=== block 1 ===
===== src/rtl/program_counter.sv =====
`default_nettype none
// ============================================================================
// Module      : program_counter
// Description : Registered instruction address with async reset, level load
//               and modulo-2^ADDR_W sequential advance by INC_STEP.
// Revision    : 1.0 - initial release
// ============================================================================
module program_counter #(
  parameter int                ADDR_W   = 16,
  parameter logic [ADDR_W-1:0] RST_ADDR = '0,
  parameter int                INC_STEP = 1
) (
  input  logic              clk,
  input  logic              Pc_Rst,
  input  logic              Pc_Ld,
  input  logic [ADDR_W-1:0] Pc_addr_in,
  output logic [ADDR_W-1:0] inst_addr
);

  localparam logic [ADDR_W-1:0] STEP = ADDR_W'(INC_STEP);

  logic [ADDR_W-1:0] pc_reg;

  // Load wins over advance; the sum truncates naturally so the PC wraps.
  always_ff @(posedge clk or negedge Pc_Rst) begin
    if (!Pc_Rst) begin
      pc_reg <= RST_ADDR;
    end else if (Pc_Ld) begin
      pc_reg <= Pc_addr_in;
    end else begin
      pc_reg <= pc_reg + STEP;
    end
  end

  assign inst_addr = pc_reg;

endmodule
`default_nettype wire


===== config.mk =====
export PLATFORM = sky130hd
export DESIGN_NAME = program_counter
export DESIGN_NICKNAME = d
export VERILOG_FILES = /design/src/rtl/program_counter.sv
export SDC_FILE = /design/constraint.sdc
export NUM_CORES = 1
export LEC_CHECK = 0
export ABC_AREA = 0
export ABC_CLOCK_PERIOD_IN_PS = 1900
export CAP_MARGIN = 20
export CORE_UTILIZATION = 42
export DETAILED_ROUTE_END_ITERATION = 6
export PLACE_DENSITY_LB_ADDON = 0.12
export SETUP_SLACK_MARGIN = 0.1
export SYNTH_ARGS = -nofsm -noshare
export SYNTH_HDL_FRONTEND = slang
export SYNTH_SLANG_ARGS = --single-unit

===== constraint.sdc =====
create_clock -name clk -period 1.9 [get_ports clk]
set_input_delay 0.38 -clock clk [delete_from_list [all_inputs] [get_ports clk]]
set_output_delay 0.38 -clock clk [all_outputs]
set_load 0.005 [all_outputs]

=== block 2 ===
[src/rtl/jtag_chain_scan_ctrl.sv]
// jtag_chain_scan_ctrl
//   Sequences the two ECP5 JTAGG user chains (ER1/ER2) through capture -> shift -> update.
//   It sits between the JTAGG primitive outputs and the user-chain register modules.
//   Scan length is counted, and an update is committed only when the length matches the
//   chain's register length; otherwise the scan is rejected and flagged.
//
// Ports
//   JTCK, reset           JTAG clock; synchronous active-high reset
//   JCE1, JCE2            chain-enable strobes from JTAGG
//   JSHIFT, JUPDATE       shift-DR / update-DR indications
//   tdo1_i, tdo2_i        serial outputs of the two chain registers
//   tdo_o                 TDO of the active chain, 0 when idle
//   capture_en/shift_en   one-hot per-chain enables ([0]=chain1, [1]=chain2), combinational
//   update_en             one-hot update enable, at most one cycle per scan
//   active_chain          one-hot chain latched for the current scan, 00 when idle
//   bit_count             bits shifted in the current scan, saturating
//   scan_ok / scan_err    one-cycle pulses after a committed / rejected scan (or JCE conflict)
//   err_count             rejected scans plus conflicts, saturating at 255
module jtag_chain_scan_ctrl #(
  parameter int unsigned LEN1  = 4,
  parameter int unsigned LEN2  = 4,
  parameter int unsigned CNT_W = 8
) (
  input  logic             JTCK,
  input  logic             reset,
  input  logic             JCE1,
  input  logic             JCE2,
  input  logic             JSHIFT,
  input  logic             JUPDATE,
  input  logic             tdo1_i,
  input  logic             tdo2_i,
  output logic             tdo_o,
  output logic [1:0]       capture_en,
  output logic [1:0]       shift_en,
  output logic [1:0]       update_en,
  output logic [1:0]       active_chain,
  output logic [CNT_W-1:0] bit_count,
  output logic             scan_ok,
  output logic             scan_err,
  output logic [7:0]       err_count
);

  localparam logic [CNT_W-1:0] Len1W = CNT_W'(LEN1);
  localparam logic [CNT_W-1:0] Len2W = CNT_W'(LEN2);

  typedef enum logic [1:0] {StIdle, StCapture, StShift, StUpdWait} state_e;

  state_e           state_q, state_d;
  logic [1:0]       active_q, active_d;
  logic [CNT_W-1:0] count_q, count_d;
  logic             ok_q, ok_d;
  logic             err_q, err_d;
  logic [7:0]       err_cnt_q, err_cnt_d;

  // Per-cycle events decoded by the next-state logic.
  logic       ev_capture, ev_shift, ev_commit, ev_reject, ev_conflict;
  logic [1:0] start_sel;
  logic       jce_sel;
  logic [CNT_W-1:0] len_sel;

  // Chain 1 wins when both strobes arrive together in idle.
  assign start_sel = JCE1 ? 2'b01 : 2'b10;
  // Only the latched chain's strobe matters once a scan is under way.
  assign jce_sel   = (active_q[0] & JCE1) | (active_q[1] & JCE2);
  assign len_sel   = active_q[1] ? Len2W : Len1W;

  // State register and datapath flops.
  always_ff @(posedge JTCK) begin
    if (reset) begin
      state_q   <= StIdle;
      active_q  <= 2'b00;
      count_q   <= '0;
      ok_q      <= 1'b0;
      err_q     <= 1'b0;
      err_cnt_q <= 8'd0;
    end else begin
      state_q   <= state_d;
      active_q  <= active_d;
      count_q   <= count_d;
      ok_q      <= ok_d;
      err_q     <= err_d;
      err_cnt_q <= err_cnt_d;
    end
  end

  // Next-state and event decode. Events are suppressed while reset is asserted so that
  // a reset landing mid-scan can never fire an enable or an update.
  always_comb begin
    state_d     = state_q;
    ev_capture  = 1'b0;
    ev_shift    = 1'b0;
    ev_commit   = 1'b0;
    ev_reject   = 1'b0;
    ev_conflict = 1'b0;
    if (!reset) begin
      unique case (state_q)
        StIdle: begin
          // JCE with JSHIFT already high means the capture was missed: ignore the scan.
          if ((JCE1 || JCE2) && !JSHIFT) begin
            ev_capture  = 1'b1;
            ev_conflict = JCE1 & JCE2;
            state_d     = StCapture;
          end
        end
        StCapture: begin
          if (JSHIFT && jce_sel) begin
            ev_shift = 1'b1;
            state_d  = StShift;
          end else if (jce_sel) begin
            ev_capture = 1'b1;
          end else if (JUPDATE) begin
            // Update with no shift at all is a zero-length scan.
            ev_reject = 1'b1;
            state_d   = StIdle;
          end else begin
            state_d = StUpdWait;
          end
        end
        StShift: begin
          if (JSHIFT && jce_sel) begin
            ev_shift = 1'b1;
          end else begin
            state_d = StUpdWait;
          end
        end
        StUpdWait: begin
          if (JSHIFT && jce_sel) begin
            // Pause-DR re-entry.
            ev_shift = 1'b1;
            state_d  = StShift;
          end else if (JUPDATE) begin
            if (count_q == len_sel) begin
              ev_commit = 1'b1;
            end else begin
              ev_reject = 1'b1;
            end
            state_d = StIdle;
          end
        end
        default: state_d = StIdle;
      endcase
    end
  end

  // Datapath next-state.
  always_comb begin
    active_d  = active_q;
    count_d   = count_q;
    ok_d      = 1'b0;
    err_d     = 1'b0;
    err_cnt_d = err_cnt_q;
    if (ev_capture && (state_q == StIdle)) begin
      active_d = start_sel;
      count_d  = '0;
    end
    if (ev_shift && (count_q != {CNT_W{1'b1}})) begin
      count_d = count_q + CNT_W'(1);
    end
    if (ev_commit) begin
      ok_d = 1'b1;
    end
    if (ev_reject || ev_conflict) begin
      err_d = 1'b1;
      if (err_cnt_q != 8'hFF) begin
        err_cnt_d = err_cnt_q + 8'd1;
      end
    end
    if (state_d == StIdle) begin
      active_d = 2'b00;
    end
  end

  // Outputs.
  always_comb begin
    capture_en = 2'b00;
    shift_en   = 2'b00;
    update_en  = 2'b00;
    tdo_o      = 1'b0;
    if (ev_capture) begin
      capture_en = (state_q == StIdle) ? start_sel : active_q;
    end
    if (ev_shift) begin
      shift_en = active_q;
    end
    if (ev_commit) begin
      update_en = active_q;
    end
    if (active_q == 2'b01) begin
      tdo_o = tdo1_i;
    end else if (active_q == 2'b10) begin
      tdo_o = tdo2_i;
    end
  end

  assign active_chain = active_q;
  assign bit_count    = count_q;
  assign scan_ok      = ok_q;
  assign scan_err     = err_q;
  assign err_count    = err_cnt_q;

endmodule

[config.mk]
export PLATFORM = sky130hd
export DESIGN_NAME = jtag_chain_scan_ctrl
export DESIGN_NICKNAME = d
export VERILOG_FILES = /design/src/rtl/jtag_chain_scan_ctrl.sv
export SDC_FILE = /design/constraint.sdc
export NUM_CORES = 1
export LEC_CHECK = 0
export CAP_MARGIN = 15
export CORE_ASPECT_RATIO = 1.1
export CORE_MARGIN = 3
export CORE_UTILIZATION = 40
export CTS_CLUSTER_SIZE = 24
export DETAILED_ROUTE_END_ITERATION = 10
export PLACE_DENSITY_LB_ADDON = 0.25
export REMOVE_ABC_BUFFERS = 1
export SETUP_SLACK_MARGIN = 0.2
export SYNTH_ARGS = -nofsm -noshare
export SYNTH_HDL_FRONTEND = slang
export SYNTH_SLANG_ARGS = --single-unit
[constraint.sdc]
create_clock -name JTCK -period 4.45 [get_ports JTCK]
set_input_delay 0.445 -clock JTCK [delete_from_list [all_inputs] [get_ports JTCK]]
set_output_delay 0.445 -clock JTCK [all_outputs]
set_load 0.05 [all_outputs]
==> block_2/density.png <==
6 x 7 tiles, from white (low) to dark blue (high), 0 to 100% covered.
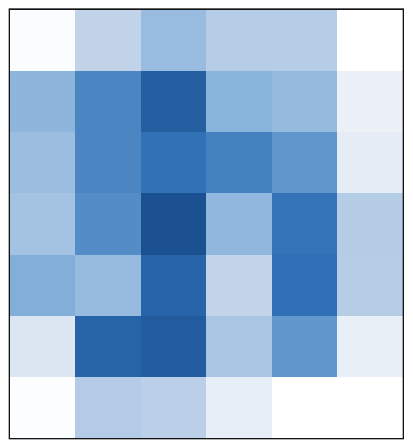
densest ninth of the die	centre
mean over tiles	41%
fullest tile	87%
nearly empty tiles	9.5%
tiles over 75% full	12%
core area: 3074 µm²
core utilization at floorplan: 42.49%
fin util: 54.25%

==> block_2/met1.png <==
Scale bar: 20 µm.
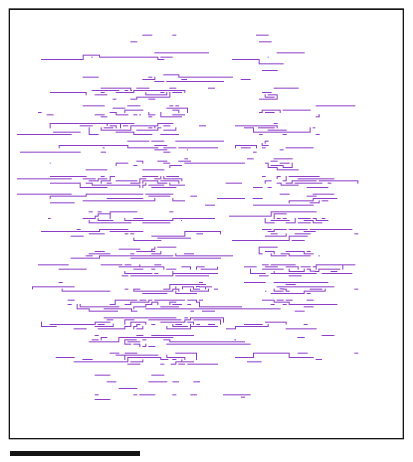
wire length on this layer	1360 µm
nets with wire on the layer	177

==> flow_metrics.tcl, block 2 <==
# implementation run metrics
set metrics [dict create \
    post-synth-top-count-cell "dfxtp_1" \
    met2_wirelength_um 1640 \
    buf_share_pct 20.86 \
    final.setup.worst_slack_ns 0.9493 \
    cells_taking_the_most_area_after_synthesis "dfxtp_1 (34%), nand3_1 (4.2%), nand2_1 (3.7%)" \
    design.seq.count 22 \
    grt_antenna_before_repair 0 \
    drt_wl_total_um 3198 \
    outcome "complete, no violations" \
    grt_util_all_layers_pct 17.64 \
    final_cells 223 \
    routedWlPerCell_um 14.34 \
    relSlewSlack_pct 59.48 \
    cp_max_fo 9 \
    detail_route.wirelength.met1_um 1362 \
    final_nets 202 \
    ctsHtreeMaxLevel 1 \
    dr.first_iter.drc_count 81 \
    replace_congestion 0.8446 \
    maxSlewViolCount 0 \
    final_cycle_share_pct 78.67 \
    synth-seq-cells 22 \
    worstMarginPinSlew_ns 0.6037 \
    tritoncts "built" \
    p_int_mw 0.2540 \
    seq_area_share_pct 26.41 \
    syn_area_um2 1306 \
    logic_area_um2 788.3 \
    number_of_non_clock_inverters 7 \
    finalClockSkew_ns 0.01265 \
]
==> block_1/met3.png <==
Scale bar: 10 µm. Cells faint in the background.
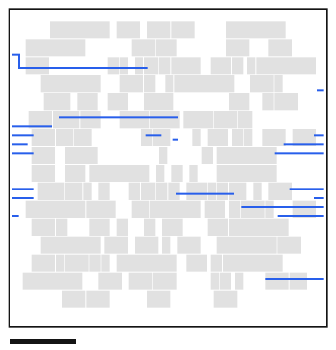
wire length on this layer	119 µm
share of all routed wire	6.1%
longest straight run	19.3 µm
main direction	horizontal
final wirelength: 1969 µm
fraction of met3 tracks used by global routing: 6.792%
total number of vias: 768

==> block_1/met2.png <==
Scale bar: 10 µm. Cells faint in the background.
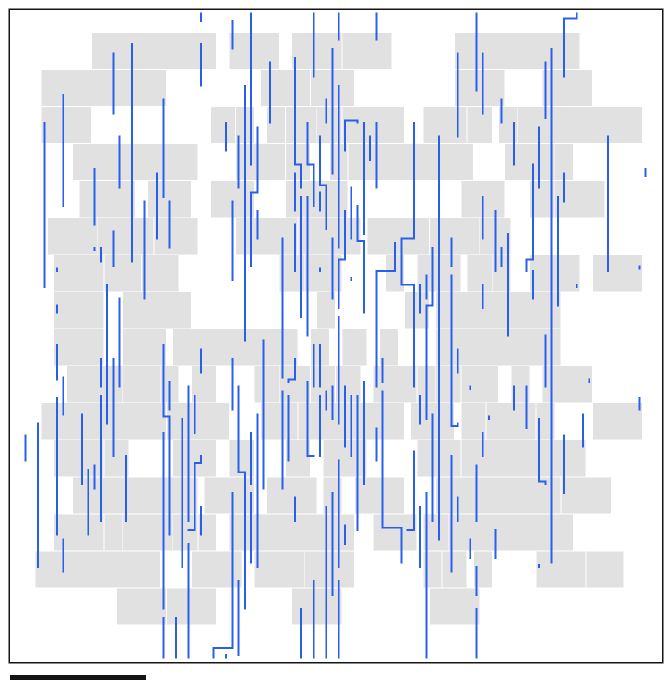
main direction	vertical
wire length on this layer	929 µm

==> flow_metrics.tcl, block 1 <==
# implementation run metrics
set metrics [dict create \
    outcome "complete, no violations" \
    tritoncts "built" \
    worst-r2r-setup-slack_ns 0.33 \
    worstHoldPathType "in -> async" \
    number_of_non_clock_inverters 2 \
    critPathCaptureType "output pin" \
    cells_taking_the_most_area_after_synthesis "dfrtp_1 (45%), xnor2_1 (8.9%), nor4_2 (7.1%)" \
    cts.hold.buffers_added 0 \
    final-seq-area_um2 400.4 \
    placement.cell_area_um2 1262 \
    worst_setup_hold_path_clk_slew_ns 0.10 \
    ir_worst_vdd_mv 0.5732 \
    synth_top_flop_cell "dfrtp_1" \
    layout_top_cells "clkdlybuf4s50_1 (34), nand2_1 (16), dfrtp_1 (16)" \
    replace_congestion 0.7547 \
    route.met3.wl_um 119 \
    die_width_um 47.90 \
    reg2regPathDepth 4 \
    tritoncts.num_buffers 3 \
    worstPathCellList "clkdlybuf4s50_1" \
    die_y_size_um 47.90 \
]

==> screenshots <==
Routing congestion map.
Plate I
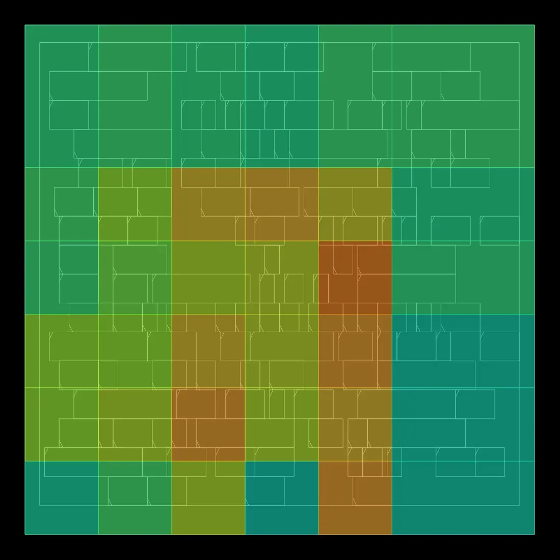
Plate II
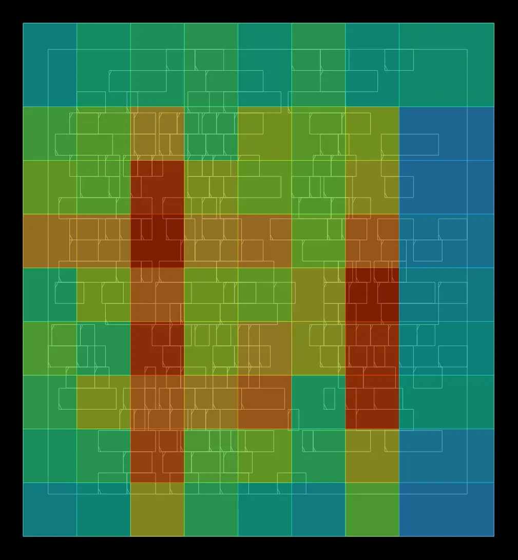
block 2: Plate II
block 1: Plate I
Of these, highest utilization: Plate I


=== block 3 ===
==> block_3/met1.png <==
Scale bar: 50 µm.
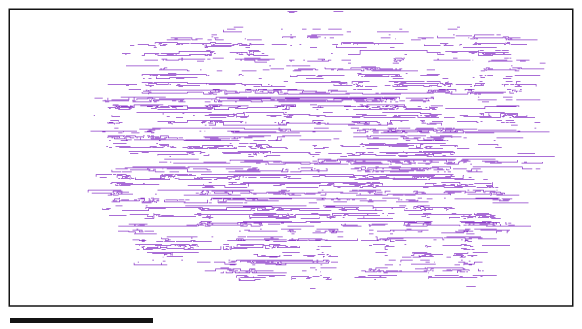
==> block_3/met2.png <==
Scale bar: 50 µm. Cells faint in the background.
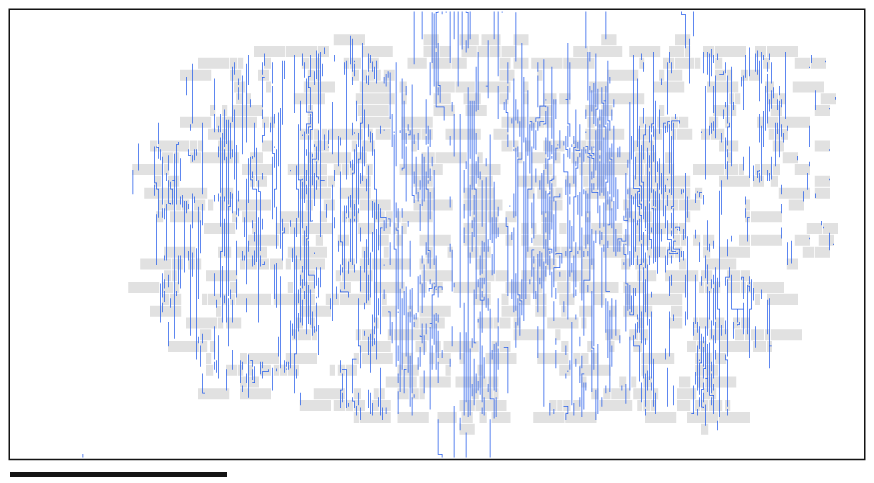
`config.mk`:
```
export PLATFORM = sky130hd
export DESIGN_NAME = d_responder
export DESIGN_NICKNAME = d
export VERILOG_FILES = /design/src/rtl/d_responder.sv
export SDC_FILE = /design/constraint.sdc
export NUM_CORES = 1
export LEC_CHECK = 0
export CORE_ASPECT_RATIO = 0.5
export CORE_MARGIN = 5
export CORE_UTILIZATION = 30
export CTS_CLUSTER_DIAMETER = 50
export DETAILED_ROUTE_END_ITERATION = 10
export GPL_TIMING_DRIVEN = 0
export HOLD_SLACK_MARGIN = 0.1
export PLACE_DENSITY_LB_ADDON = 0.12
export SKIP_CTS_REPAIR_TIMING = 1
export SYNTH_ARGS = -nofsm -noshare
export SYNTH_HDL_FRONTEND = slang
export SYNTH_SLANG_ARGS = --single-unit
export TNS_END_PERCENT = 50
```
`constraint.sdc`:
```
create_clock -name iclk -period 2.5 [get_ports iclk]
set_clock_uncertainty 0.15 [all_clocks]
set_input_delay 0.5 -clock iclk [delete_from_list [all_inputs] [get_ports iclk]]
set_output_delay 0.5 -clock iclk [all_outputs]
set_load 0.01 [all_outputs]
```
`src/rtl/d_responder.sv`:
```
// SD-bus data-line responder: receives one 1024-nibble block with per-lane CRC-16 and answers with a
// CRC-status token and a busy period, or sends one block from RAM. Define D_RESPONDER_CRC_CHECK_EN to enable the received-CRC check.
module d_responder (
  input  logic       iclk,
  input  logic       irst,
  input  logic [3:0] idata_sd,
  output logic [3:0] odata_sd,
  output logic [3:0] ooe,
  input  logic       istart_rcv,
  input  logic       istart_send,
  output logic [9:0] oaddr,
  output logic [3:0] owdata,
  output logic       owrite_en,
  input  logic [3:0] irdata,
  input  logic       iprog_done,
  output logic       ocrc_fail,
  output logic       odone
);

  typedef enum logic [3:0] {
    IDLE, WAIT_START, RCV_DATA, RCV_CRC, RCV_END, GAP, TOKEN, BUSY,
    SEND_START, SEND_DATA, SEND_CRC, SEND_END
  } state_t;

  state_t           state_r;
  logic [9:0]       cnt_r;
  logic [9:0]       addr_r;
  logic [3:0][15:0] crc_r;
  logic             err_r;
  logic [3:0]       tok_r;
  logic [3:0]       data_r;
  logic [3:0]       oe_r;
  logic             wen_r;
  logic             fail_r;
  logic             done_r;

  logic [3:0]       crc_in_s;
  logic [3:0][15:0] crc_next_s;
  logic [3:0]       crc_msb_s;
  logic [3:0]       crc_nmsb_s;
  logic             crc_mis_s;
  logic             end_bad_s;

  // One serial step of x^16+x^12+x^5+1, MSB first.
  function automatic logic [15:0] crc16_step(input logic [15:0] crc, input logic din);
    logic fb;
    fb = crc[15] ^ din;
    crc16_step = {crc[14:0], 1'b0} ^ (fb ? 16'h1021 : 16'h0000);
  endfunction

  // Per-lane CRC next value and the MSB nibbles used for CRC transmit/compare.
  always_comb begin
    if (state_r == SEND_DATA) begin
      crc_in_s = irdata;
    end else begin
      crc_in_s = idata_sd;
    end
    for (int i = 0; i < 4; i++) begin
      crc_next_s[i] = crc16_step(crc_r[i], crc_in_s[i]);
      crc_msb_s[i]  = crc_r[i][15];
      crc_nmsb_s[i] = crc_next_s[i][15];
    end
  end

`ifdef D_RESPONDER_CRC_CHECK_EN
  assign crc_mis_s = (idata_sd != crc_msb_s);
`else
  assign crc_mis_s = 1'b0;
`endif
  assign end_bad_s = (idata_sd != 4'hF);

  // Data nibbles come straight from RAM so that oaddr leads the bus by exactly one cycle.
  assign odata_sd  = (state_r == SEND_DATA) ? irdata : data_r;
  assign ooe       = oe_r;
  assign oaddr     = addr_r;
  assign owdata    = idata_sd;
  assign owrite_en = wen_r;
  assign ocrc_fail = fail_r;
  assign odone     = done_r;

  // Main FSM with registered line/strobe outputs.
  always_ff @(posedge iclk) begin
    if (irst) begin
      state_r <= IDLE;
      cnt_r   <= 10'd0;
      addr_r  <= 10'd0;
      crc_r   <= 64'h0;
      err_r   <= 1'b0;
      tok_r   <= 4'h0;
      data_r  <= 4'hF;
      oe_r    <= 4'h0;
      wen_r   <= 1'b0;
      fail_r  <= 1'b0;
      done_r  <= 1'b1;
    end else begin
      case (state_r)
        IDLE: begin
          if (istart_rcv) begin
            state_r <= WAIT_START;
            fail_r  <= 1'b0;
            err_r   <= 1'b0;
            done_r  <= 1'b0;
          end else if (istart_send) begin
            state_r <= SEND_START;
            oe_r    <= 4'hF;
            data_r  <= 4'h0;
            addr_r  <= 10'd0;
            cnt_r   <= 10'd0;
            crc_r   <= 64'h0;
            done_r  <= 1'b0;
          end
        end
        WAIT_START: begin
          if (idata_sd == 4'h0) begin
            state_r <= RCV_DATA;
            cnt_r   <= 10'd0;
            addr_r  <= 10'd0;
            crc_r   <= 64'h0;
            wen_r   <= 1'b1;
          end
        end
        RCV_DATA: begin
          crc_r  <= crc_next_s;
          cnt_r  <= cnt_r + 10'd1;
          addr_r <= addr_r + 10'd1;
          if (cnt_r == 10'd1023) begin
            state_r <= RCV_CRC;
            wen_r   <= 1'b0;
          end
        end
        RCV_CRC: begin
          for (int i = 0; i < 4; i++) begin
            crc_r[i] <= {crc_r[i][14:0], 1'b0};
          end
          if (crc_mis_s) begin
            err_r <= 1'b1;
          end
          cnt_r <= cnt_r + 10'd1;
          if (cnt_r == 10'd15) begin
            state_r <= RCV_END;
            cnt_r   <= 10'd0;
          end
        end
        RCV_END: begin
          err_r   <= err_r | end_bad_s;
          fail_r  <= err_r | end_bad_s;
          state_r <= GAP;
          cnt_r   <= 10'd0;
        end
        GAP: begin
          cnt_r <= cnt_r + 10'd1;
          if (cnt_r == 10'd1) begin
            state_r <= TOKEN;
            cnt_r   <= 10'd0;
            oe_r    <= 4'b0001;
            data_r  <= 4'b1110;
            tok_r   <= {(err_r ? 3'b101 : 3'b010), 1'b1};
          end
        end
        TOKEN: begin
          // tok_r holds the status bits and closing 1 still to be shifted out on D0.
          cnt_r  <= cnt_r + 10'd1;
          data_r <= {3'b111, tok_r[3]};
          tok_r  <= {tok_r[2:0], 1'b0};
          if (cnt_r == 10'd4) begin
            cnt_r <= 10'd0;
            if (err_r) begin
              state_r <= IDLE;
              oe_r    <= 4'h0;
              data_r  <= 4'hF;
              done_r  <= 1'b1;
            end else begin
              state_r <= BUSY;
              data_r  <= 4'b1110;
            end
          end
        end
        BUSY: begin
          if (iprog_done) begin
            state_r <= IDLE;
            oe_r    <= 4'h0;
            data_r  <= 4'hF;
            done_r  <= 1'b1;
          end
        end
        SEND_START: begin
          state_r <= SEND_DATA;
          addr_r  <= addr_r + 10'd1;
          cnt_r   <= 10'd0;
        end
        SEND_DATA: begin
          crc_r  <= crc_next_s;
          cnt_r  <= cnt_r + 10'd1;
          addr_r <= addr_r + 10'd1;
          if (cnt_r == 10'd1023) begin
            state_r <= SEND_CRC;
            data_r  <= crc_nmsb_s;
            for (int i = 0; i < 4; i++) begin
              crc_r[i] <= {crc_next_s[i][14:0], 1'b0};
            end
          end
        end
        SEND_CRC: begin
          data_r <= crc_msb_s;
          for (int i = 0; i < 4; i++) begin
            crc_r[i] <= {crc_r[i][14:0], 1'b0};
          end
          cnt_r <= cnt_r + 10'd1;
          if (cnt_r == 10'd15) begin
            state_r <= SEND_END;
            data_r  <= 4'hF;
            cnt_r   <= 10'd0;
          end
        end
        SEND_END: begin
          state_r <= IDLE;
          oe_r    <= 4'h0;
          data_r  <= 4'hF;
          done_r  <= 1'b1;
        end
        default: begin
          state_r <= IDLE;
          oe_r    <= 4'h0;
          data_r  <= 4'hF;
          wen_r   <= 1'b0;
          done_r  <= 1'b1;
        end
      endcase
    end
  end

endmodule

```
==> flow_metrics.tcl <==
# implementation run metrics
set metrics [dict create \
    share_comb_of_total_power_pct 43.0 \
    worstHoldPathType "reg -> reg" \
    maxPowerGroup "combinational cells" \
    dpl.cell_count 890 \
    share_clk_of_total_power_pct 24.2 \
    p_seq_share_pct 32.8 \
    required_ns 1.85 \
    drtAntennaViolNets 0 \
    ys_sh_adder_pct 0.9560 \
    globalRouteOverflowTotal 0 \
    worst_r2r_startpoint "state_r[0]$_SDFFE_PP0P_" \
    rsz0062_at_grt "true" \
    synth-simple-area-share_pct 19.43 \
    fin_tns_setup_ns 0 \
    largest_area_cell "dfxtp_1" \
    outcome "complete, no violations" \
    final-clk-cell-share_pct 4.336 \
    synth_top_area_share_pct 38.62 \
    combAreaFraction_pct 46.37 \
    final.setup.worst_slack_ns 0.03412 \
    power_per_cell_area_nw_per_um2 872.4 \
    top_area_cell_class "combinational gates" \
    common_cells "dfxtp_1 (101), nand2_1 (91), a21oi_1 (71)" \
    synth_xor_xnor_area_share_pct 6.119 \
    buf_share_pct 12.74 \
    yosysCellCount 619 \
    well_tap_count 234 \
    design.seq.count 101 \
    worst_hold_path.num_cells 2 \
    count_of_filler_cells_inserted_in_the_layout 1769 \
    combinationalPower_mw 2.43 \
    route.met3.wl_um 778 \
    final-seq-area_um2 2028 \
    seq_area_share_pct 31.24 \
    final_cells 919 \
    grt_util_all_layers_pct 15.90 \
    largest_register_ff_count 60 \
    maximum_number_of_pins_on_one_net_before_global_route_repair 19 \
    synth_cells 619 \
    fp-row-count 34 \
    cp_max_fo 8 \
    reg2regPathDepth 7 \
]
About block_3/met1.png:
nets with wire on the layer	657
main direction	horizontal
share of all routed wire	49%
wire length on this layer	7960 µm

About block_3/met2.png:
wire length on this layer	7360 µm
longest straight run	75.8 µm
share of all routed wire	45%


